==================== design 1
### Clock wires, drivers and flops, design 1

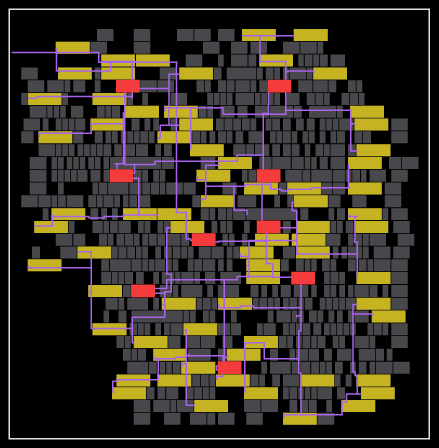
### Congestion heat map, design 1

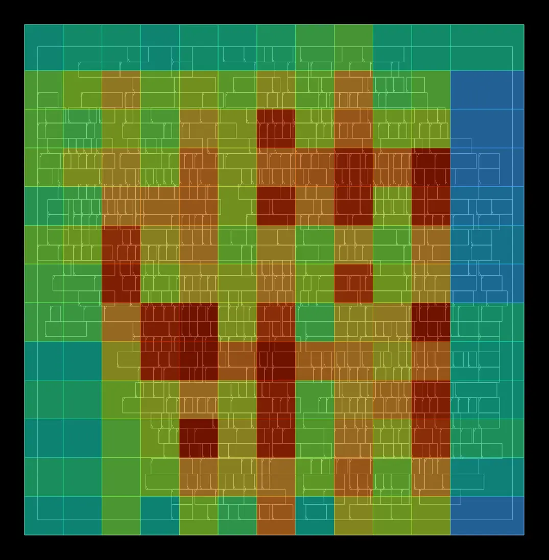
$ cat config.mk
export PLATFORM = sky130hd
export DESIGN_NAME = itch_msg_sequencer_flat
export DESIGN_NICKNAME = d
export VERILOG_FILES = /design/src/rtl/itch_msg_sequencer_if.sv /design/src/rtl/itch_msg_sequencer.sv /design/src/flat_wrapper.sv
export SDC_FILE = /design/constraint.sdc
export NUM_CORES = 1
export LEC_CHECK = 0
export ABC_AREA = 1
export CAP_MARGIN = 20
export CORE_AREA = 2 2 87 89
export DETAILED_ROUTE_END_ITERATION = 8
export DIE_AREA = 0 0 89 91
export HOLD_SLACK_MARGIN = 0.1
export PLACE_DENSITY = 0.9
export SLEW_MARGIN = 10
export SYNTH_ARGS = -nofsm -noshare
export SYNTH_HDL_FRONTEND = slang
export SYNTH_SLANG_ARGS = --single-unit
$ cat constraint.sdc
create_clock -name clk -period 2.1 [get_ports clk]
set_clock_uncertainty 0.05 [all_clocks]
set_input_delay 0.315 -clock clk [delete_from_list [all_inputs] [get_ports clk]]
set_output_delay 0.315 -clock clk [all_outputs]
set_load 0.02 [all_outputs]
$ cat src/rtl/itch_msg_sequencer_if.sv
// Byte-stream bus between the ITCH byte source and the framing controller,
// plus the framed, registered outputs consumed by the decoder bank.
interface itch_msg_sequencer_if #(
    parameter int CNT_W = 16
);
    logic [7:0]       byte_in;
    logic             valid_in;
    logic [7:0]       byte_out;
    logic             valid_out;
    logic [5:0]       byte_idx;
    logic [5:0]       dec_sel;
    logic             sof;
    logic             eof;
    logic             msg_done;
    logic             unk_type;
    logic             abort;
    logic [CNT_W-1:0] msg_count;
    logic [CNT_W-1:0] err_count;

    modport master (
        output byte_in, valid_in,
        input  byte_out, valid_out, byte_idx, dec_sel, sof, eof,
               msg_done, unk_type, abort, msg_count, err_count
    );

    modport slave (
        input  byte_in, valid_in,
        output byte_out, valid_out, byte_idx, dec_sel, sof, eof,
               msg_done, unk_type, abort, msg_count, err_count
    );
endinterface

$ cat src/rtl/itch_msg_sequencer.sv
// ITCH framing controller: finds message boundaries from the type-length table
// and forwards each byte one cycle later with decoder select and framing strobes.
module itch_msg_sequencer #(
    parameter int GAP_MAX = 4,
    parameter int CNT_W   = 16
) (
    input logic                 clk,
    input logic                 rst,
    itch_msg_sequencer_if.slave bus
);
    typedef enum logic [1:0] {S_IDLE, S_BODY, S_SKIP} state_t;

    state_t           state_q, state_d;
    logic [5:0]       rem_q, rem_d;
    logic [3:0]       gap_q, gap_d;
    logic [5:0]       idx_q, idx_d;
    logic [5:0]       sel_q, sel_d;
    logic             sof_d, eof_d, done_d, unk_d, abort_d;
    logic             sof_q, eof_q, done_q, unk_q, abort_q;
    logic [7:0]       byte_q;
    logic             valid_q;
    logic [CNT_W-1:0] msg_q, err_q;

    logic [5:0] typ_len;
    logic [5:0] typ_sel;
    logic       typ_known;
    logic [3:0] gap_inc;
    logic       gap_hit;
    logic       last_byte;

    // Type byte lookup: message length and one-hot decoder select.
    always_comb begin
        typ_len = 6'd2;
        typ_sel = 6'b000000;
        case (bus.byte_in)
            8'h41: begin typ_len = 6'd36; typ_sel = 6'b000001; end // 'A'
            8'h58: begin typ_len = 6'd23; typ_sel = 6'b000010; end // 'X'
            8'h55: begin typ_len = 6'd27; typ_sel = 6'b000100; end // 'U'
            8'h44: begin typ_len = 6'd9;  typ_sel = 6'b001000; end // 'D'
            8'h45: begin typ_len = 6'd30; typ_sel = 6'b010000; end // 'E'
            8'h50: begin typ_len = 6'd40; typ_sel = 6'b100000; end // 'P'
            default: ;
        endcase
    end

    assign typ_known = |typ_sel;
    assign gap_inc   = gap_q + 4'd1;
    assign gap_hit   = (gap_inc == 4'(GAP_MAX));
    assign last_byte = (rem_q == 6'd1);

    // NOTE: state and datapath registers use non-blocking assignments so every
    // register samples pre-edge values; blocking here would create ordering races.
    always_ff @(posedge clk) begin
        if (rst) state_q <= S_IDLE;
        else     state_q <= state_d;
    end

    always_comb begin
        state_d = state_q;
        case (state_q)
            S_IDLE: if (bus.valid_in) state_d = typ_known ? S_BODY : S_SKIP;
            S_BODY, S_SKIP: begin
                if (bus.valid_in) begin
                    if (last_byte) state_d = S_IDLE;
                end else if (gap_hit) begin
                    state_d = S_IDLE;
                end
            end
            default: state_d = S_IDLE;
        endcase
    end

    // NOTE: every signal gets a default before the case so no path leaves it
    // unassigned, which would otherwise infer a latch.
    always_comb begin
        rem_d   = rem_q;
        gap_d   = gap_q;
        idx_d   = idx_q;
        sel_d   = sel_q;
        sof_d   = 1'b0;
        eof_d   = 1'b0;
        done_d  = 1'b0;
        unk_d   = 1'b0;
        abort_d = 1'b0;
        case (state_q)
            S_IDLE: begin
                gap_d = 4'd0;
                sel_d = 6'b000000;
                if (bus.valid_in) begin
                    rem_d = typ_len - 6'd1;
                    idx_d = 6'd0;
                    sel_d = typ_sel;
                    sof_d = 1'b1;
                    unk_d = ~typ_known;
                end
            end
            S_BODY, S_SKIP: begin
                if (bus.valid_in) begin
                    idx_d = idx_q + 6'd1;
                    rem_d = rem_q - 6'd1;
                    gap_d = 4'd0;
                    if (last_byte) begin
                        eof_d  = 1'b1;
                        done_d = (state_q == S_BODY);
                    end
                end else if (gap_hit) begin
                    // Stalled too long: drop the message and release the decoders.
                    gap_d   = 4'd0;
                    abort_d = 1'b1;
                    sel_d   = 6'b000000;
                end else begin
                    gap_d = gap_inc;
                end
            end
            default: begin
                gap_d = 4'd0;
                sel_d = 6'b000000;
            end
        endcase
    end

    always_ff @(posedge clk) begin
        if (rst) begin
            rem_q   <= '0;
            gap_q   <= '0;
            idx_q   <= '0;
            sel_q   <= '0;
            sof_q   <= 1'b0;
            eof_q   <= 1'b0;
            done_q  <= 1'b0;
            unk_q   <= 1'b0;
            abort_q <= 1'b0;
            byte_q  <= '0;
            valid_q <= 1'b0;
            msg_q   <= '0;
            err_q   <= '0;
        end else begin
            rem_q   <= rem_d;
            gap_q   <= gap_d;
            idx_q   <= idx_d;
            sel_q   <= sel_d;
            sof_q   <= sof_d;
            eof_q   <= eof_d;
            done_q  <= done_d;
            unk_q   <= unk_d;
            abort_q <= abort_d;
            byte_q  <= bus.byte_in;
            valid_q <= bus.valid_in;
            if (done_d && (msg_q != '1))
                msg_q <= msg_q + 1'b1;
            // Abort and unknown type never coincide; OR keeps the step at +1 anyway.
            if ((unk_d || abort_d) && (err_q != '1))
                err_q <= err_q + 1'b1;
        end
    end

    assign bus.byte_out  = byte_q;
    assign bus.valid_out = valid_q;
    assign bus.byte_idx  = idx_q;
    assign bus.dec_sel   = sel_q;
    assign bus.sof       = sof_q;
    assign bus.eof       = eof_q;
    assign bus.msg_done  = done_q;
    assign bus.unk_type  = unk_q;
    assign bus.abort     = abort_q;
    assign bus.msg_count = msg_q;
    assign bus.err_count = err_q;
endmodule
$ cat src/flat_wrapper.sv
// flat-port wrapper written by rule: the top's interface ports become plain ports
module itch_msg_sequencer_flat 
#(
    parameter int GAP_MAX = 4,
    parameter int CNT_W   = 16
)
  (clk, rst, bus_byte_in, bus_valid_in, bus_byte_out, bus_valid_out, bus_byte_idx, bus_dec_sel, bus_sof, bus_eof, bus_msg_done, bus_unk_type, bus_abort, bus_msg_count, bus_err_count);
  itch_msg_sequencer_if #(.CNT_W(CNT_W)) bus_i ();
  input logic clk;
  input logic rst;
  input wire logic [$bits(bus_i.byte_in)-1:0] bus_byte_in;
  input wire logic [$bits(bus_i.valid_in)-1:0] bus_valid_in;
  output wire logic [$bits(bus_i.byte_out)-1:0] bus_byte_out;
  output wire logic [$bits(bus_i.valid_out)-1:0] bus_valid_out;
  output wire logic [$bits(bus_i.byte_idx)-1:0] bus_byte_idx;
  output wire logic [$bits(bus_i.dec_sel)-1:0] bus_dec_sel;
  output wire logic [$bits(bus_i.sof)-1:0] bus_sof;
  output wire logic [$bits(bus_i.eof)-1:0] bus_eof;
  output wire logic [$bits(bus_i.msg_done)-1:0] bus_msg_done;
  output wire logic [$bits(bus_i.unk_type)-1:0] bus_unk_type;
  output wire logic [$bits(bus_i.abort)-1:0] bus_abort;
  output wire logic [$bits(bus_i.msg_count)-1:0] bus_msg_count;
  output wire logic [$bits(bus_i.err_count)-1:0] bus_err_count;
  assign bus_i.byte_in = bus_byte_in;
  assign bus_i.valid_in = bus_valid_in;
  assign bus_byte_out = bus_i.byte_out;
  assign bus_valid_out = bus_i.valid_out;
  assign bus_byte_idx = bus_i.byte_idx;
  assign bus_dec_sel = bus_i.dec_sel;
  assign bus_sof = bus_i.sof;
  assign bus_eof = bus_i.eof;
  assign bus_msg_done = bus_i.msg_done;
  assign bus_unk_type = bus_i.unk_type;
  assign bus_abort = bus_i.abort;
  assign bus_msg_count = bus_i.msg_count;
  assign bus_err_count = bus_i.err_count;
  itch_msg_sequencer #(.GAP_MAX(GAP_MAX), .CNT_W(CNT_W)) u_core (.clk(clk), .rst(rst), .bus(bus_i));
endmodule
==> flow_metrics.py <==
# Synthesis and PnR figures
metrics = {
    "logic_synthesis": {
        "post_synth_and_or_nand_nor_area_fraction_pct": 32.65,
        "ys_warn_count": 0,
        "yosys.area.top_type": "dfxtp_1",
        "ys_cells": 520,
        "syn_nets": 540,
        "ff_type": "dfxtp_1",
    },
    "final_layout": {
        "fin_area_mm2": 0.004796,
        "clkCellAreaFrac_pct": 5.192,
        "seq_area_mm2": 0.001401,
        "synthToLayoutAreaGrowth_pct": 32.86,
    },
    "hold_path": {
        "hold_path.class": "input port to flip-flop",
    },
    "critical_path": {
        "slowest_delay_ps": 470,
        "cp-startpoint": "bus_byte_in[6]",
        "path_class": "input port to flip-flop",
    },
    "drt": {
        "highest_layer": "met4",
    },
    "power": {
        "switchingPower_mw": 0.7508,
    },
    "floorplanning": {
        "core-area_mm2": 0.007137,
        "die_w_um": 89,
        "io_pins": 69,
    },
    "status": {
        "status": "completed",
    },
    "clock_tree": {
        "clk_pin_slew_ps": 70,
    },
    "timing": {
        "max_freq_ghz": 0.5211,
        "min_period_ps": 1919,
    },
}
Notes on 'Clock wires, drivers and flops' of design 1 above:
Key: yellow = flip-flops [count 70]; red = clock-net drivers [count 9]; purple = clock wires [length 916 um]
Position of the flops: widely spread. There are 10 routed clock nets.
Late-Pin Clk Latency: 350 ps
Clock Power: 1.36 mW

Notes on 'Congestion heat map' of design 1 above:
met2 Use GR: 38.87%
average wire per standard cell: 12.61 um
met3 usage: 5.455%
total track usage: 23.06%

==> sequential cells by signal, summed over array words and instances, names as in the netlist, 2 cells and up <==
name	flops
u_core.bus.byte_idx	6
u_core.gap_q	4
u_core.bus.err_count	16
u_core.bus.msg_count	16
u_core.rem_q	6
u_core.state_q	2
u_core.bus.byte_out	8
u_core.bus.dec_sel	6
==> worst paths after layout <==
path	end	slack, ps	cells after the start
worst max-delay path	u_core.rem_q[1]	180	13
worst min-delay path	u_core.gap_q[2]	320	4
worst max register to register	u_core.bus.msg_count[3]	220	8
worst min register to register	u_core.state_q[1]	410	2

==================== design 2
### Signal wires by layer, design 2

The bar under the picture is 10 um long.
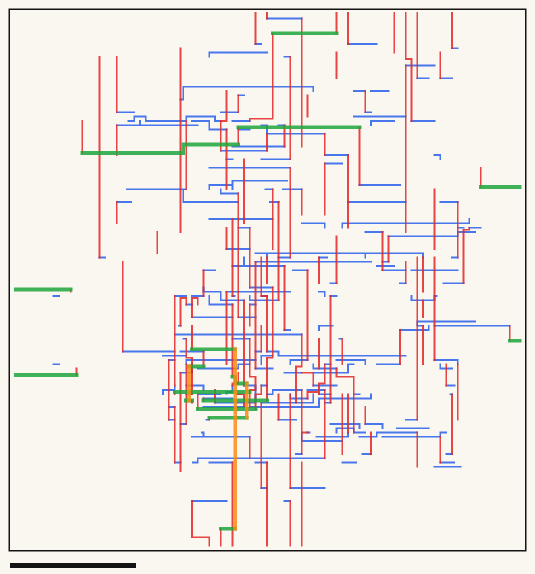
### Cell density map, design 2

8 x 9 tiles, from dark blue (low) to red (high), 0 to 100% covered.
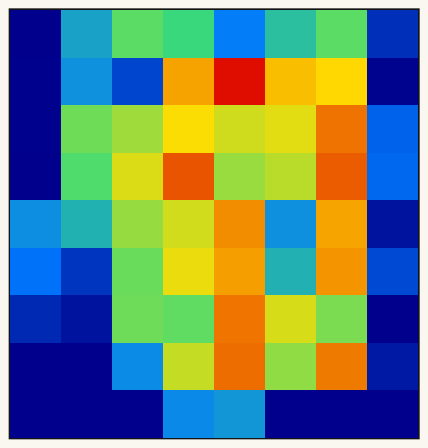
==> src/rtl/mux_arbiter_2_pkg.sv <==
// Shared constants and encodings for the 2-input packet arbiter and its helpers.
package mux_arbiter_2_pkg;

  localparam int unsigned TYPEW  = 2;
  localparam int unsigned NPORTS = 2;
  localparam int unsigned SELW   = 5;

  typedef enum logic [TYPEW-1:0] {
    TYPE_NONE = 2'b00,
    TYPE_HEAD = 2'b01,
    TYPE_TAIL = 2'b10,
    TYPE_DATA = 2'b11
  } flit_type_e;

  typedef enum logic [1:0] {
    IDLE  = 2'd0,
    LOCK0 = 2'd1,
    LOCK1 = 2'd2
  } state_e;

endpackage

==> src/rtl/mux_arbiter_2_rr_pick_2.sv <==
// Combinational two-way round-robin pick: rr_i selects which requester wins a tie.
module rr_pick_2 (
  input  logic [1:0] req_i,
  input  logic       rr_i,
  output logic [1:0] win_o
);

  always_comb begin
    win_o    = '0;
    win_o[0] = req_i[0] & (~req_i[1] | ~rr_i);
    win_o[1] = req_i[1] & (~req_i[0] |  rr_i);
  end

endmodule

==> src/rtl/mux_arbiter_2.sv <==
// Packet-level round-robin arbiter driving the one-hot select of a 2:1 output mux.
// Optional MUX_ARBITER_FASTSWITCH_EN: tail on one input hands over directly to a pending head.
module mux_arbiter_2 #(
  parameter int unsigned TYPEW = 2,
  parameter int unsigned SELW  = 5
) (
  input  logic             clk,
  input  logic             rst_,
  input  logic             ivalid_0,
  input  logic [TYPEW-1:0] itype_0,
  input  logic             ivalid_1,
  input  logic [TYPEW-1:0] itype_1,
  input  logic             ordy,
  output logic [SELW-1:0]  sel,
  output logic             ogrant_0,
  output logic             ogrant_1,
  output logic             obusy,
  output logic             oerr
);

  import mux_arbiter_2_pkg::*;

  state_e            state_q, state_d;
  logic              rr_q, rr_d;
  logic              hd_q, hd_d;
  logic              err_q, err_d;
  logic [SELW-1:0]   sel_q, sel_d;
  logic              g0_q, g0_d;
  logic              g1_q, g1_d;
  logic              busy_q, busy_d;

  logic [1:0]        req;
  logic [1:0]        win;
  logic              lk;
  logic              xfer;
  logic [TYPEW-1:0]  t;

  assign req[0] = ivalid_0 & (itype_0 == TYPE_HEAD);
  assign req[1] = ivalid_1 & (itype_1 == TYPE_HEAD);

  rr_pick_2 u_pick (
    .req_i (req),
    .rr_i  (rr_q),
    .win_o (win)
  );

  always_ff @(posedge clk or negedge rst_) begin
    if (!rst_) begin
      state_q <= IDLE;
      rr_q    <= 1'b0;
      hd_q    <= 1'b0;
      err_q   <= 1'b0;
      sel_q   <= '0;
      g0_q    <= 1'b0;
      g1_q    <= 1'b0;
      busy_q  <= 1'b0;
    end else begin
      state_q <= state_d;
      rr_q    <= rr_d;
      hd_q    <= hd_d;
      err_q   <= err_d;
      sel_q   <= sel_d;
      g0_q    <= g0_d;
      g1_q    <= g1_d;
      busy_q  <= busy_d;
    end
  end

  // The held head flit crosses on the first granted cycle; only a second HEAD in the lock is an error.
  always_comb begin
    state_d = state_q;
    rr_d    = rr_q;
    hd_d    = hd_q;
    err_d   = 1'b0;
    lk      = (state_q == LOCK1);
    xfer    = (lk ? ivalid_1 : ivalid_0) & ordy;
    t       = lk ? itype_1 : itype_0;
    case (state_q)
      IDLE: begin
        hd_d  = 1'b0;
        err_d = (ivalid_0 & ((itype_0 == TYPE_DATA) | (itype_0 == TYPE_TAIL))) |
                (ivalid_1 & ((itype_1 == TYPE_DATA) | (itype_1 == TYPE_TAIL)));
        if (win[0]) begin
          state_d = LOCK0;
          rr_d    = 1'b1;
        end else if (win[1]) begin
          state_d = LOCK1;
          rr_d    = 1'b0;
        end
      end
      LOCK0, LOCK1: begin
        if (xfer) begin
          if (t == TYPE_HEAD) begin
            if (hd_q) err_d = 1'b1;
            else      hd_d  = 1'b1;
          end else if (t == TYPE_TAIL) begin
            hd_d    = 1'b0;
            state_d = IDLE;
`ifdef MUX_ARBITER_FASTSWITCH_EN
            if (lk ? req[0] : req[1]) begin
              state_d = lk ? LOCK0 : LOCK1;
              rr_d    = lk;
            end
`endif
          end
        end
      end
      default: state_d = IDLE;
    endcase
  end

  always_comb begin
    g0_d     = (state_d == LOCK0);
    g1_d     = (state_d == LOCK1);
    busy_d   = (state_d != IDLE);
    sel_d    = '0;
    sel_d[0] = g0_d;
    sel_d[1] = g1_d;
  end

  assign sel      = sel_q;
  assign ogrant_0 = g0_q;
  assign ogrant_1 = g1_q;
  assign obusy    = busy_q;
  assign oerr     = err_q;

endmodule

==> config.mk <==
export PLATFORM = sky130hd
export DESIGN_NAME = mux_arbiter_2
export DESIGN_NICKNAME = d
export VERILOG_FILES = /design/src/rtl/mux_arbiter_2_pkg.sv /design/src/rtl/mux_arbiter_2_rr_pick_2.sv /design/src/rtl/mux_arbiter_2.sv
export SDC_FILE = /design/constraint.sdc
export NUM_CORES = 1
export LEC_CHECK = 0
export ABC_AREA = 1
export CAP_MARGIN = 20
export CORE_AREA = 2 2 39 41
export CTS_BUF_LIST = sky130_fd_sc_hd__clkbuf_4
export CTS_CLUSTER_DIAMETER = 80
export CTS_CLUSTER_SIZE = 40
export DETAILED_ROUTE_END_ITERATION = 8
export DIE_AREA = 0 0 41 43
export GPL_ROUTABILITY_DRIVEN = 0
export GPL_TIMING_DRIVEN = 0
export PLACE_DENSITY = 0.75
export SETUP_SLACK_MARGIN = 0.05
export SLEW_MARGIN = 40
export SYNTH_ARGS = -nofsm -noshare
export SYNTH_HDL_FRONTEND = slang
export SYNTH_SLANG_ARGS = --single-unit
==> constraint.sdc <==
create_clock -name clk -period 2.67 [get_ports clk]
set_clock_uncertainty 0.2 [all_clocks]
set_input_delay 0.4005 -clock clk [delete_from_list [all_inputs] [get_ports clk]]
set_output_delay 0.4005 -clock clk [all_outputs]
set_load 0.01 [all_outputs]
==> flow_metrics.py <==
# Synthesis and PnR figures
metrics = {
    "status": {
        "status": "completed",
    },
    "logic_synthesis": {
        "synth-async-reset-ratio_pct": 100.0,
    },
    "final_layout": {
        "logic_gates": 52,
        "diodes": 0,
        "bufAreaShareNonClock_pct": 23.05,
        "clock_buffers": 3,
    },
    "critical_path": {
        "cp.depth": 12,
        "r2r_end": "sel[1]",
    },
    "power": {
        "pg_comb_mw": 0.324,
    },
    "grt": {
        "antenna_found_initial": 0,
        "use_met1_pct": 15.38,
        "grt_pass1_vias": 467,
        "grt_overflow": 0,
    },
    "timing": {
        "hold_viol_final": 0,
    },
    "place": {
        "pre_cts_ws_ps": 349.4,
    },
}
About 'Signal wires by layer' of design 2:
Key: blue = M1 [wire length 413 um]; orange = M4 [wire length 19.7 um]; red = M2 [wire length 511 um]; green = M3 [wire length 67.2 um]
average wire per standard cell: 8.783 um
vias: 550
drt total wl: 1.010 mm
total track usage: 14.13%

About 'Cell density map' of design 2:
The emptiest ninth of the die: lower left. 19% of the tiles are over 75% full. The mean over all tiles is 43%.
fp_density: 41.95%
Core Region: 0.001384 mm^2
Final Util: 55.70%

[metal layers]
metal	wire, um	part of all wire [%]	up-vias
li1	-	-	281
met1	412	41	241
met2	511	51	22
met3	67	6.6	6
met4	19	1.9	0
met5	0	0	-
[cell families (layout without fill, tap and decap cells)]
logic type | Yosys count | count (layout)
other | 1 | 3
and+or+nand+nor | 35 | 35
buffers and inverters | 22 | 39
AOI/OAI and AO/OA | 9 | 9
adders and majority gates | 5 | 5
DFF | 8 | 8

==================== design 3
===== src/rtl/dump_readout_sequencer.sv =====
// rtl/dump_readout_sequencer.sv - circular sample-RAM readout sequencer feeding the host dump FSM
// Optional trailing checksum word: define READOUT_CHECKSUM_EN.
module dump_readout_sequencer #(
    parameter int ADDR_W  = 10,
    parameter int DATA_W  = 32,
    parameter int MEM_LAT = 1
) (
    input  logic              clk,
    input  logic              reset,
    input  logic              start,
    input  logic              abort,
    input  logic [ADDR_W-1:0] trig_addr,
    input  logic [ADDR_W-1:0] pre_count,
    input  logic [ADDR_W:0]   total_count,
    output logic              mem_rd_en,
    output logic [ADDR_W-1:0] mem_rd_addr,
    input  logic [DATA_W-1:0] mem_rd_data,
    output logic              has_return_data,
    output logic [DATA_W-1:0] return_data,
    input  logic              get_return_data,
    output logic              idle,
    output logic              done
);

    localparam int LAT_W = (MEM_LAT > 1) ? $clog2(MEM_LAT) : 1;
    localparam logic [ADDR_W-1:0] ADDR_ONE = ADDR_W'(1);
    localparam logic [ADDR_W:0]   REM_ONE  = (ADDR_W + 1)'(1);

`ifdef READOUT_CHECKSUM_EN
    typedef enum logic [2:0] {S_IDLE, S_ISSUE, S_WAIT_RD, S_HOLD, S_CSUM, S_FIN} state_t;
`else
    typedef enum logic [2:0] {S_IDLE, S_ISSUE, S_WAIT_RD, S_HOLD, S_FIN} state_t;
`endif

    state_t            state_q, state_d;
    logic [ADDR_W-1:0] addr_q, addr_d;
    logic [ADDR_W:0]   rem_q, rem_d;
    logic [LAT_W-1:0]  lat_q, lat_d;
    logic [DATA_W-1:0] data_q, data_d;
    logic              has_q, has_d;
`ifdef READOUT_CHECKSUM_EN
    logic [DATA_W-1:0] sum_q, sum_d;
    logic              last_q, last_d;
`endif

    always_ff @(posedge clk) begin
        if (reset) begin
            state_q <= S_IDLE;
            addr_q  <= '0;
            rem_q   <= '0;
            lat_q   <= '0;
            data_q  <= '0;
            has_q   <= 1'b0;
`ifdef READOUT_CHECKSUM_EN
            sum_q   <= '0;
            last_q  <= 1'b0;
`endif
        end else begin
            state_q <= state_d;
            addr_q  <= addr_d;
            rem_q   <= rem_d;
            lat_q   <= lat_d;
            data_q  <= data_d;
            has_q   <= has_d;
`ifdef READOUT_CHECKSUM_EN
            sum_q   <= sum_d;
            last_q  <= last_d;
`endif
        end
    end

    always_comb begin
        state_d   = state_q;
        addr_d    = addr_q;
        rem_d     = rem_q;
        lat_d     = lat_q;
        data_d    = data_q;
        has_d     = has_q;
`ifdef READOUT_CHECKSUM_EN
        sum_d     = sum_q;
        last_d    = last_q;
`endif
        mem_rd_en = 1'b0;
        done      = 1'b0;

        // abort wins over everything, including a start or a read returning this cycle
        if (abort) begin
            state_d = S_IDLE;
            has_d   = 1'b0;
        end else begin
            case (state_q)
                S_IDLE: begin
                    if (start) begin
                        addr_d = trig_addr - pre_count;
                        rem_d  = total_count;
`ifdef READOUT_CHECKSUM_EN
                        sum_d   = '0;
                        last_d  = 1'b0;
                        state_d = (total_count == '0) ? S_CSUM : S_ISSUE;
`else
                        state_d = (total_count == '0) ? S_FIN : S_ISSUE;
`endif
                    end
                end
                S_ISSUE: begin
                    mem_rd_en = 1'b1;
                    addr_d    = addr_q + ADDR_ONE;
                    rem_d     = rem_q - REM_ONE;
                    lat_d     = LAT_W'(MEM_LAT - 1);
                    state_d   = S_WAIT_RD;
                end
                S_WAIT_RD: begin
                    if (lat_q == '0) begin
                        data_d  = mem_rd_data;
                        has_d   = 1'b1;
                        state_d = S_HOLD;
                    end else begin
                        lat_d = lat_q - LAT_W'(1);
                    end
                end
                S_HOLD: begin
                    if (get_return_data) begin
                        has_d = 1'b0;
`ifdef READOUT_CHECKSUM_EN
                        if (last_q) begin
                            state_d = S_FIN;
                        end else begin
                            sum_d   = sum_q + data_q;
                            state_d = (rem_q != '0) ? S_ISSUE : S_CSUM;
                        end
`else
                        state_d = (rem_q != '0) ? S_ISSUE : S_FIN;
`endif
                    end
                end
`ifdef READOUT_CHECKSUM_EN
                S_CSUM: begin
                    data_d  = sum_q;
                    has_d   = 1'b1;
                    last_d  = 1'b1;
                    state_d = S_HOLD;
                end
`endif
                S_FIN: begin
                    done    = 1'b1;
                    state_d = S_IDLE;
                end
                default: state_d = S_IDLE;
            endcase
        end
    end

    assign mem_rd_addr     = addr_q;
    assign has_return_data = has_q;
    assign return_data     = data_q;
    assign idle            = (state_q == S_IDLE);

endmodule

===== config.mk =====
export PLATFORM = sky130hd
export DESIGN_NAME = dump_readout_sequencer
export DESIGN_NICKNAME = d
export VERILOG_FILES = /design/src/rtl/dump_readout_sequencer.sv
export SDC_FILE = /design/constraint.sdc
export NUM_CORES = 1
export LEC_CHECK = 0
export CAP_MARGIN = 0
export CORE_MARGIN = 1
export CORE_UTILIZATION = 30
export DETAILED_ROUTE_END_ITERATION = 6
export GPL_ROUTABILITY_DRIVEN = 0
export PLACE_DENSITY = 0.6
export SETUP_SLACK_MARGIN = 0.3
export SLEW_MARGIN = 10
export SYNTH_ARGS = -nofsm -noshare
export SYNTH_HDL_FRONTEND = slang
export SYNTH_SLANG_ARGS = --single-unit

===== constraint.sdc =====
create_clock -name clk -period 4.68 [get_ports clk]
set_input_delay 0.468 -clock clk [delete_from_list [all_inputs] [get_ports clk]]
set_output_delay 0.468 -clock clk [all_outputs]
set_load 0.1 [all_outputs]

### Cell density map, design 3

10 x 10 tiles, from dark blue (low) to red (high), 0 to 100% covered.
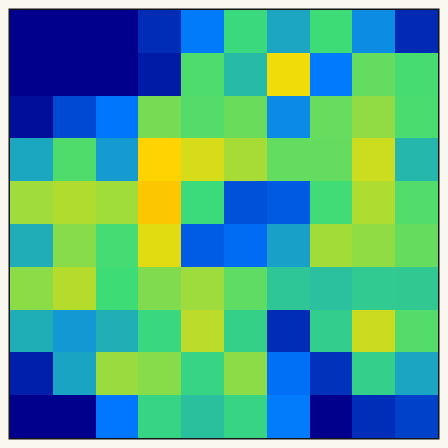
The mean over all tiles is 41%. The fullest tile reaches 77%. 9.0% of the tiles are nearly empty.
fp_density: 31.51%
Core Region: 0.009955 mm^2
Final Util: 45.89%

==> cell families after synthesis <==
kind of cell | after synthesis | share of synthesized area, %
AOI/OAI and AO/OA | 113 | 22.70
xor gates and xnor gates | 5 | 1.396
and+or+nand+nor | 170 | 27.08
muxes | 1 | 0.3191
buffers and inverters | 51 | 6.702
adders and majority gates | 13 | 5.425
DFF | 57 | 36.38
==> stage by stage <==
stage	area, um^2	total power [mW]
global placement	4339	0.8579
CTS	4568	1.395
detailed placement	4339	0.8602
global route	4568	1.446
finish	4568	1.379
floorplan	3137	0.7463
==> flow_metrics.py <==
# Synthesis and PnR figures
metrics = {
    "drt": {
        "num_vias": 3268,
        "first_pass_iters": 4,
        "met2WireLength_mm": 3.871,
        "drt-initial-drc-count": 167,
    },
    "timing": {
        "fin_ws_ps": 1234,
        "setup_tns_ps": 0,
        "rsz0062_at_grt": "false",
        "finalSetupViolations": 0,
        "min_period_ps": 3446,
    },
    "critical_path": {
        "critPathRequiredTime_ps": 4210,
    },
    "hold_path": {
        "hold_path.class": "flip-flop to flip-flop",
    },
    "place": {
        "placed_cells": 629,
    },
    "status": {
        "status": "completed",
    },
    "final_layout": {
        "fin_cells": 645,
        "top_area_cell_class": "combinational gates",
        "diodes": 0,
    },
    "grt": {
        "grtUsageMet3_pct": 3.321,
    },
    "power": {
        "pg_comb_mw": 0.325,
    },
}

==================== design 4
### Cell density map, design 4

8 x 8 tiles, from dark blue (low) to red (high), 0 to 100% covered.
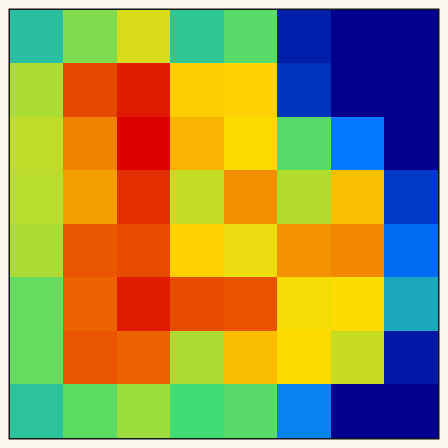
### Congestion heat map, design 4

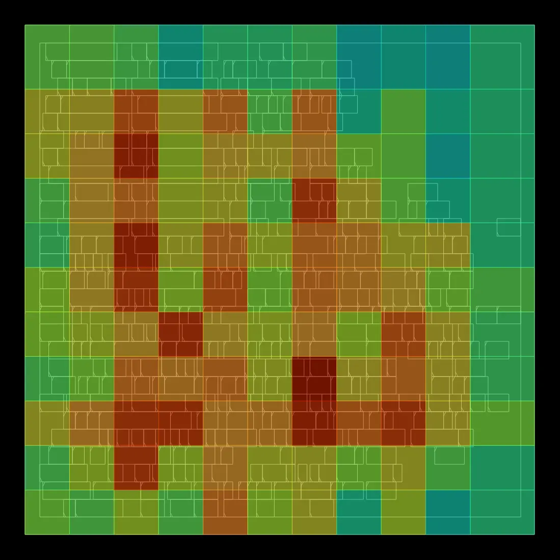
### config.mk
export PLATFORM = sky130hd
export DESIGN_NAME = cipher_stream
export DESIGN_NICKNAME = d
export VERILOG_FILES = /design/src/rtl/cipher_pkg.sv /design/src/rtl/caesar_rot.sv /design/src/rtl/cipher_stream.sv
export SDC_FILE = /design/constraint.sdc
export NUM_CORES = 1
export LEC_CHECK = 0
export CAP_MARGIN = 0
export CORE_MARGIN = 2
export CORE_UTILIZATION = 58
export CTS_CLUSTER_SIZE = 40
export DETAILED_ROUTE_END_ITERATION = 12
export GPL_ROUTABILITY_DRIVEN = 0
export PLACE_DENSITY = 0.9
export SLEW_MARGIN = 10
export SYNTH_ARGS = -nofsm -noshare
export SYNTH_HDL_FRONTEND = slang
export SYNTH_SLANG_ARGS = --single-unit
### constraint.sdc
create_clock -name CLK -period 10.4 [get_ports CLK]
set_clock_uncertainty 0.2 [all_clocks]
set_input_delay 2.08 -clock CLK [delete_from_list [all_inputs] [get_ports CLK]]
set_output_delay 2.08 -clock CLK [all_outputs]
set_load 0.05 [all_outputs]
### src/rtl/cipher_pkg.sv
// Shared constants and enumerations for the streaming Caesar/Vigenere cipher.
// Character bounds are 8-bit so comparisons against in_data need no width casts.
package cipher_pkg;

    localparam logic [7:0] ALPHA_LEN = 8'd26;
    localparam logic [7:0] UPPER_A   = 8'd65;
    localparam logic [7:0] UPPER_Z   = 8'd90;
    localparam logic [7:0] LOWER_A   = 8'd97;
    localparam logic [7:0] LOWER_Z   = 8'd122;

    typedef enum logic {
        ENCRYPT = 1'b0,
        DECRYPT = 1'b1
    } mode_e;

    typedef enum logic {
        EMPTY = 1'b0,
        FULL  = 1'b1
    } ostate_e;

endpackage

### src/rtl/caesar_rot.sv
// Combinational single-character rotation: letters shift by key mod 26 within
// their own case, every other byte passes through unchanged.
module caesar_rot
    import cipher_pkg::*;
#(
    parameter int KEY_W = 5
) (
    input  logic [7:0]       ch_in,
    input  logic [KEY_W-1:0] key,
    input  mode_e            mode,
    output logic [7:0]       ch_out
);

    logic [7:0] k;
    logic [7:0] base;
    logic [7:0] off;
    logic [7:0] sum;
    logic       is_upper;
    logic       is_lower;

    // NOTE: sum is written twice in this block; blocking assignment is what makes
    // the second line see the first, and it is safe only because nothing here is stored.
    always_comb begin
        k        = 8'(key) % ALPHA_LEN;
        is_upper = (ch_in >= UPPER_A) && (ch_in <= UPPER_Z);
        is_lower = (ch_in >= LOWER_A) && (ch_in <= LOWER_Z);
        base     = is_upper ? UPPER_A : LOWER_A;
        off      = ch_in - base;
        sum      = (mode == ENCRYPT) ? off + k : off + (ALPHA_LEN - k);
        if (sum >= ALPHA_LEN) begin
            sum = sum - ALPHA_LEN;
        end
        ch_out   = (is_upper || is_lower) ? base + sum : ch_in;
    end

endmodule

### src/rtl/cipher_stream.sv
// Streaming cipher: one-entry output register with ready/valid on both sides and a
// writable key table stepped per accepted character (Vigenere when key_len > 1).
module cipher_stream
    import cipher_pkg::*;
#(
    parameter  int KEY_W     = 5,
    parameter  int KEY_DEPTH = 4,
    localparam int AW        = $clog2(KEY_DEPTH)
) (
    input  logic             CLK,
    input  logic             RST,
    input  logic [7:0]       in_data,
    input  logic             in_valid,
    output logic             in_ready,
    input  logic             in_sop,
    input  logic             select,
    input  logic             key_we,
    input  logic [AW-1:0]    key_addr,
    input  logic [KEY_W-1:0] key_din,
    input  logic [AW:0]      key_len,
    output logic [7:0]       out_data,
    output logic             out_valid,
    input  logic             out_ready
);

    localparam logic [AW:0] DEPTH_L = (AW+1)'(KEY_DEPTH);
    localparam logic [AW:0] LEN_ONE = (AW+1)'(1);

    ostate_e          state;
    ostate_e          state_nxt;
    logic [AW-1:0]    idx;
    logic [AW-1:0]    cur_idx;
    logic [AW-1:0]    idx_nxt;
    logic [AW:0]      eff_len;
    logic [AW:0]      idx_inc;
    logic [KEY_W-1:0] key_table [KEY_DEPTH];
    logic [7:0]       rot_out;
    logic             accept;
    logic             consume;

    assign out_valid = (state == FULL);
    assign in_ready  = !RST && ((state == EMPTY) || out_ready);
    assign accept    = in_valid && in_ready;
    assign consume   = out_valid && out_ready;

    // An index left beyond a shortened key_len falls back to entry 0.
    always_comb begin
        if (key_len == '0) begin
            eff_len = LEN_ONE;
        end else if (key_len > DEPTH_L) begin
            eff_len = DEPTH_L;
        end else begin
            eff_len = key_len;
        end
        cur_idx = (in_sop || ({1'b0, idx} >= eff_len)) ? '0 : idx;
        idx_inc = {1'b0, cur_idx} + LEN_ONE;
        idx_nxt = (idx_inc >= eff_len) ? '0 : idx_inc[AW-1:0];
    end

    caesar_rot #(
        .KEY_W (KEY_W)
    ) u_rot (
        .ch_in  (in_data),
        .key    (key_table[cur_idx]),
        .mode   (mode_e'(select)),
        .ch_out (rot_out)
    );

    // NOTE: state_nxt gets its default before any branch, so every path assigns it
    // and no latch is inferred.
    always_comb begin
        state_nxt = state;
        if (accept) begin
            state_nxt = FULL;
        end else if (consume) begin
            state_nxt = EMPTY;
        end
    end

    always_ff @(posedge CLK) begin
        if (RST) begin
            state    <= EMPTY;
            out_data <= '0;
            idx      <= '0;
        end else begin
            state <= state_nxt;
            if (accept) begin
                out_data <= rot_out;
                idx      <= idx_nxt;
            end
        end
    end

    // NOTE: the key table is a plain flop array, so reset can clear every entry;
    // a RAM-based table could not be cleared this way.
    always_ff @(posedge CLK) begin
        if (RST) begin
            for (int i = 0; i < KEY_DEPTH; i++) begin
                key_table[i] <= '0;
            end
        end else if (key_we) begin
            key_table[key_addr] <= key_din;
        end
    end

endmodule

==> flow_metrics.py <==
# Synthesis and PnR figures
metrics = {
    "final_layout": {
        "fin_nets": 471,
        "clock_buffers": 5,
        "bufAreaShareNonClock_pct": 9.530,
        "ff_count": 31,
        "sh_comb_area_pct": 60.23,
        "inverters_excl_clock": 29,
    },
    "critical_path": {
        "path_class": "input port to flip-flop",
        "end_kind": "flip-flop",
        "worstPathMaxFanout": 15,
        "worst_ep_arrival_time_ps": 9640,
        "start_kind": "input port",
    },
    "timing": {
        "rsz0062_at_grt": "false",
        "period_used_pct": 92.77,
        "finalSetupViolations": 0,
        "hold_viol_final": 0,
    },
    "drt": {
        "first_pass_iters": 5,
        "postRouteAntennaNets": 0,
        "highest_layer": "met4",
    },
    "clock_tree": {
        "numCtsBuffers": 5,
        "cts_tree": "built",
        "clkSinkCount": 31,
    },
    "grt": {
        "grt_max_degree": 22,
    },
    "logic_synthesis": {
        "netlist_instances": 379,
        "synth_area_per_cell_um2": 8.597,
    },
    "floorplanning": {
        "io_pins": 35,
    },
    "power": {
        "pg_seq_mw": 0.149,
    },
    "status": {
        "status": "completed",
    },
    "flow_run": {
        "maxCapViolations": 0,
    },
}
About 'Cell density map' of design 4:
11% of the tiles are nearly empty. The emptiest ninth of the die: upper right. The fullest tile reaches 100%. The mean over all tiles is 58%. 38% of the tiles are over 75% full.
fp_density: 59.53%
Core Region: 0.005473 mm^2
Final Util: 68.13%

About 'Congestion heat map' of design 4:
met3 usage: 4.091%
total track usage: 25.62%
met2 Use GR: 44.27%
grt peak-use layer: met2

Yosys cell counts (11+ instances only):
library cell / number
a21oi_1: 19
and2_1: 25
dfxtp_1: 11
edfxtp_1: 20
ha_1: 36
inv_1: 27
nand2_1: 29
nand3_1: 13
nor2_1: 22
o21ai_0: 18
xnor2_1: 12
xor2_1: 12
worst paths after layout:
kind / from / endpoint / slack [ps] / cells after the start
worst max register to register: idx[0] / out_data[6] / 2530 / 29
worst min register to register: out_data[0] / out_data[0] / 290 / 2
worst max-delay path: key_len[0] / out_data[6] / 750 / 31
worst min-delay path: out_data[0] / out_data[0] / 290 / 2

==================== design 5
### Signal wires by layer, design 5

The bar under the picture is 100 um long.
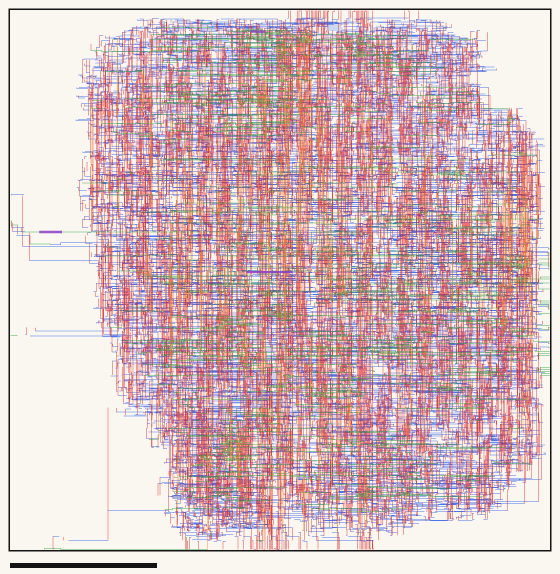
### Cell density map, design 5

37 x 37 tiles, from dark blue (low) to red (high), 0 to 100% covered.
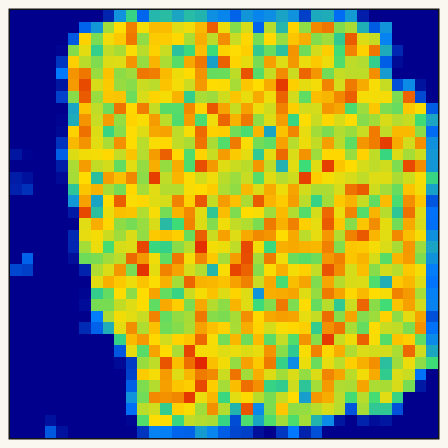
### Clock wires, drivers and flops, design 5

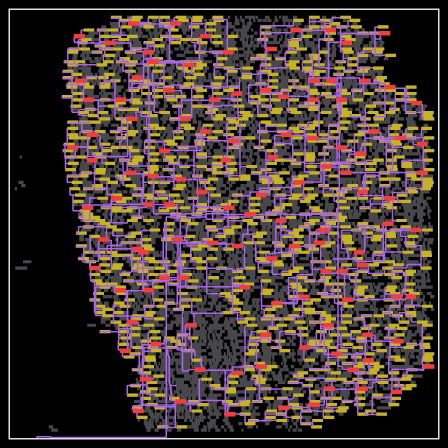
**config.mk**
```make
export PLATFORM = sky130hd
export DESIGN_NAME = reg_file_sb
export DESIGN_NICKNAME = d
export VERILOG_FILES = /design/src/rtl/reg_file_sb.sv
export SDC_FILE = /design/constraint.sdc
export NUM_CORES = 2
export LEC_CHECK = 0
export CORE_MARGIN = 3
export CORE_UTILIZATION = 45
export CTS_CLUSTER_DIAMETER = 80
export CTS_CLUSTER_SIZE = 10
export DETAILED_ROUTE_END_ITERATION = 10
export PLACE_DENSITY = 0.66
export SKIP_CTS_REPAIR_TIMING = 1
export SLEW_MARGIN = 20
export SYNTH_ARGS = -nofsm -noshare
export SYNTH_HDL_FRONTEND = slang
export SYNTH_SLANG_ARGS = --single-unit
```
**constraint.sdc**
```tcl
create_clock -name clk -period 3.4 [get_ports clk]
set_input_delay 0.68 -clock clk [delete_from_list [all_inputs] [get_ports clk]]
set_output_delay 0.68 -clock clk [all_outputs]
set_load 0.005 [all_outputs]
```
**src/rtl/reg_file_sb.sv**
```systemverilog
// rtl/reg_file_sb.sv - register file with write-to-read bypass and busy scoreboard
//
// NREGS x DATA_W register file sitting between decode and writeback.
// Decode reads two operands and reserves a destination on issue; writeback
// writes the result and releases the reservation. busy1/busy2 tell decode
// that an operand still has a producer in flight so it can stall.
//
// Ports:
//   clk, reset_n          clock (rising edge), asynchronous active-low reset
//   reg_write/waddr/wdata writeback port
//   raddr1/2, rdata1/2    combinational read ports with writeback bypass
//   busy1/2               operand at raddrN has a pending producer
//   rsv_valid/rsv_addr    reservation request from decode
//   rsv_ready             reservation can be accepted this cycle
//   flush                 synchronous clear of all reservations
//   pend_cnt              registered count of busy registers

module reg_file_sb #(
  parameter int DATA_W   = 32,
  parameter int ADDR_W   = 5,
  parameter bit ZERO_REG = 1'b1
) (
  input  logic              clk,
  input  logic              reset_n,
  input  logic              reg_write,
  input  logic [ADDR_W-1:0] waddr,
  input  logic [DATA_W-1:0] wdata,
  input  logic [ADDR_W-1:0] raddr1,
  input  logic [ADDR_W-1:0] raddr2,
  output logic [DATA_W-1:0] rdata1,
  output logic [DATA_W-1:0] rdata2,
  output logic              busy1,
  output logic              busy2,
  input  logic              rsv_valid,
  input  logic [ADDR_W-1:0] rsv_addr,
  output logic              rsv_ready,
  input  logic              flush,
  output logic [ADDR_W:0]   pend_cnt
);

  localparam int NREGS = 2 ** ADDR_W;

  logic [DATA_W-1:0] regs [NREGS];
  logic [NREGS-1:0]  busy;
  logic [NREGS-1:0]  busy_nxt;
  logic [ADDR_W:0]   pend_nxt;

  // Register 0 is hardwired when ZERO_REG is set.
  logic waddr_zero;
  logic raddr1_zero;
  logic raddr2_zero;
  logic rsv_zero;

  assign waddr_zero  = ZERO_REG && (waddr == '0);
  assign raddr1_zero = ZERO_REG && (raddr1 == '0);
  assign raddr2_zero = ZERO_REG && (raddr2 == '0);
  assign rsv_zero    = ZERO_REG && (rsv_addr == '0);

  // A write to the hardwired zero register is treated as no write at all,
  // so it neither bypasses nor releases anything.
  logic wr_act;
  assign wr_act = reg_write && !waddr_zero;

  logic wr_hit1;
  logic wr_hit2;
  logic wr_hit_rsv;

  assign wr_hit1    = wr_act && (waddr == raddr1);
  assign wr_hit2    = wr_act && (waddr == raddr2);
  assign wr_hit_rsv = wr_act && (waddr == rsv_addr);

  // ------------------------------------------------------------------
  // Read ports
  // ------------------------------------------------------------------
  always_comb begin
    rdata1 = regs[raddr1];
    if (wr_hit1) begin
      rdata1 = wdata;
    end
    if (raddr1_zero) begin
      rdata1 = '0;
    end
  end

  always_comb begin
    rdata2 = regs[raddr2];
    if (wr_hit2) begin
      rdata2 = wdata;
    end
    if (raddr2_zero) begin
      rdata2 = '0;
    end
  end

  // An operand being written back this cycle is already available through
  // the bypass, so it is not reported busy.
  assign busy1 = busy[raddr1] && !wr_hit1 && !raddr1_zero;
  assign busy2 = busy[raddr2] && !wr_hit2 && !raddr2_zero;

  // ------------------------------------------------------------------
  // Reservation handshake
  // ------------------------------------------------------------------
  // A second producer on a still-pending register (WAW) is refused, but a
  // register whose producer retires this very cycle can be handed over.
  assign rsv_ready = !flush && (rsv_zero || !busy[rsv_addr] || wr_hit_rsv);

  logic rsv_acc;
  assign rsv_acc = rsv_valid && rsv_ready && !rsv_zero;

  // Bit transitions drive the counter; a same-cycle release and re-reserve of
  // one register leaves it busy and therefore changes nothing.
  logic set_bit;
  logic clr_bit;

  assign set_bit = rsv_acc && !busy[rsv_addr];
  assign clr_bit = wr_act && busy[waddr] && !(rsv_acc && (rsv_addr == waddr));

  always_comb begin
    busy_nxt = busy;
    if (wr_act) begin
      busy_nxt[waddr] = 1'b0;
    end
    if (rsv_acc) begin
      busy_nxt[rsv_addr] = 1'b1;
    end
    if (flush) begin
      busy_nxt = '0;
    end
  end

  always_comb begin
    pend_nxt = pend_cnt + {{ADDR_W{1'b0}}, set_bit} - {{ADDR_W{1'b0}}, clr_bit};
    if (flush) begin
      pend_nxt = '0;
    end
  end

  // ------------------------------------------------------------------
  // State
  // ------------------------------------------------------------------
  always_ff @(posedge clk or negedge reset_n) begin
    if (!reset_n) begin
      for (int i = 0; i < NREGS; i++) begin
        regs[i] <= '0;
      end
    end else if (wr_act) begin
      regs[waddr] <= wdata;
    end
  end

  always_ff @(posedge clk or negedge reset_n) begin
    if (!reset_n) begin
      busy     <= '0;
      pend_cnt <= '0;
    end else begin
      busy     <= busy_nxt;
      pend_cnt <= pend_nxt;
    end
  end

endmodule

```
==> flow_metrics.py <==
# Synthesis and PnR figures
metrics = {
    "grt": {
        "grt_overflow": 0,
        "use_met1_pct": 39.47,
    },
    "final_layout": {
        "mi_logic_area_mm2": 0.03089,
        "drive_gt1_share_pct": 49.80,
        "sh_comb_area_pct": 42.82,
        "seq_area_mm2": 0.02658,
        "fin_area_mm2": 0.07213,
        "layout_top_cells": "dfrtp_1, mux2_2, buf_4",
    },
    "logic_synthesis": {
        "ys_sh_adder_pct": 0.1625,
        "yosys.area_share.aoi_pct": 7.425,
        "ys_warn_count": 0,
        "ff_type": "dfrtp_1",
        "edf_count": 0,
        "syn_area_mm2": 0.05852,
        "top_logic_kind": "multiplexers",
        "yosys.area.top_type": "dfrtp_1",
    },
    "critical_path": {
        "crit_family": "buffers and inverters",
    },
    "status": {
        "violations": "setup timing",
        "status": "finished with violations",
    },
    "timing": {
        "finalSetupViolations": 49,
        "fin_ws_ps": -356.2,
        "min_period_ps": 3756,
        "max_freq_ghz": 0.2662,
    },
    "clock_tree": {
        "clkSinkCount": 1062,
        "clk_pin_slew_ps": 50,
    },
    "hold_path": {
        "whs_path_depth": 0,
    },
    "floorplanning": {
        "io_pins": 130,
    },
    "place": {
        "placed_cells": 6280,
    },
}
## Picture notes: 'Signal wires by layer' of design 5
Key: purple = M5 [wire length 51.5 um]; blue = M1 [wire length 82.7 mm]; red = M2 [wire length 97.2 mm]; green = M3 [wire length 18100 um]; orange = M4 [wire length 12800 um]
total track usage: 30.11%
vias: 43350
average wire per standard cell: 32.32 um

## Picture notes: 'Cell density map' of design 5
The emptiest ninth of the die: lower left. 28% of the tiles are over 75% full. The fullest tile reaches 96%. 20% of the tiles are nearly empty. The mean over all tiles is 52%.
Core Region: 0.1283 mm^2
fp_density: 45.60%
Final Util: 56.20%

## Picture notes: 'Clock wires, drivers and flops' of design 5
Key: purple = clock wires [length 14200 um]; yellow = flip-flops [count 1062]; red = clock-net drivers [count 117]
Position of the flops: widely spread.
power share of the clock group: 30.5%
Clock Power: 11.3 mW

[routing by layer]
| metal | routed length [um] | vias to the layer above |
|---|---|---|
| met3 | 18100 | 647 |
| met1 | 82730 | 22880 |
| met4 | 12830 | 6 |
| met5 | 51 | - |
| li1 | - | 17490 |
| met2 | 97230 | 2321 |
[power breakdown]
group	leakage (nW)	switching [mW]	internal, mW
logic	16.9	3.89	5.11
registers	13.7	1.76	15.0
clock network	1.52	5.12	6.16
total	32.1	10.8	26.3


==> layout pictures side by side <==
Congestion heat map.
image #1
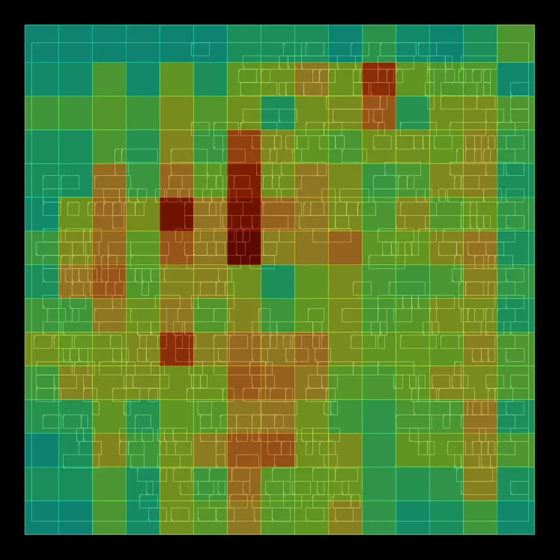
image #2
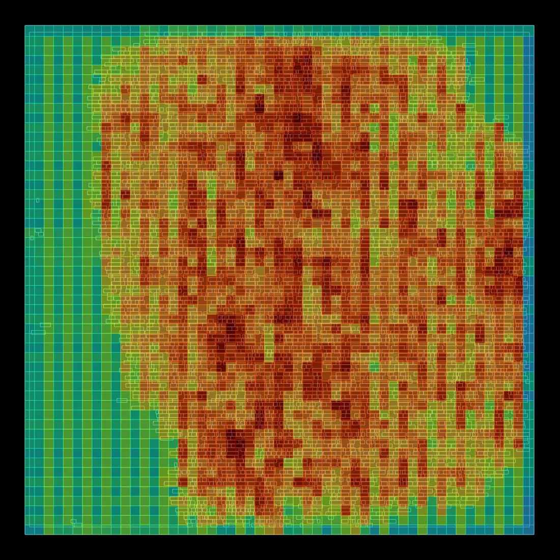
image #3
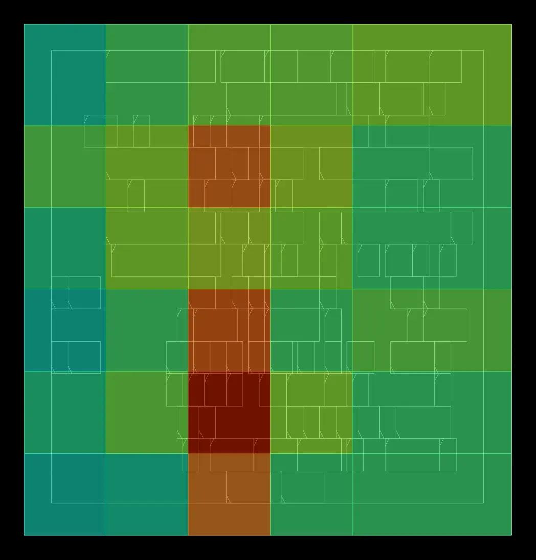
Image #3 comes from design 2.
Image #2 comes from design 5.
Image #1 comes from design 3.
- least wire per cell: image #3
- lowest track usage: image #3

Power figures rest on the tool's default switching activity, not on a simulated workload.
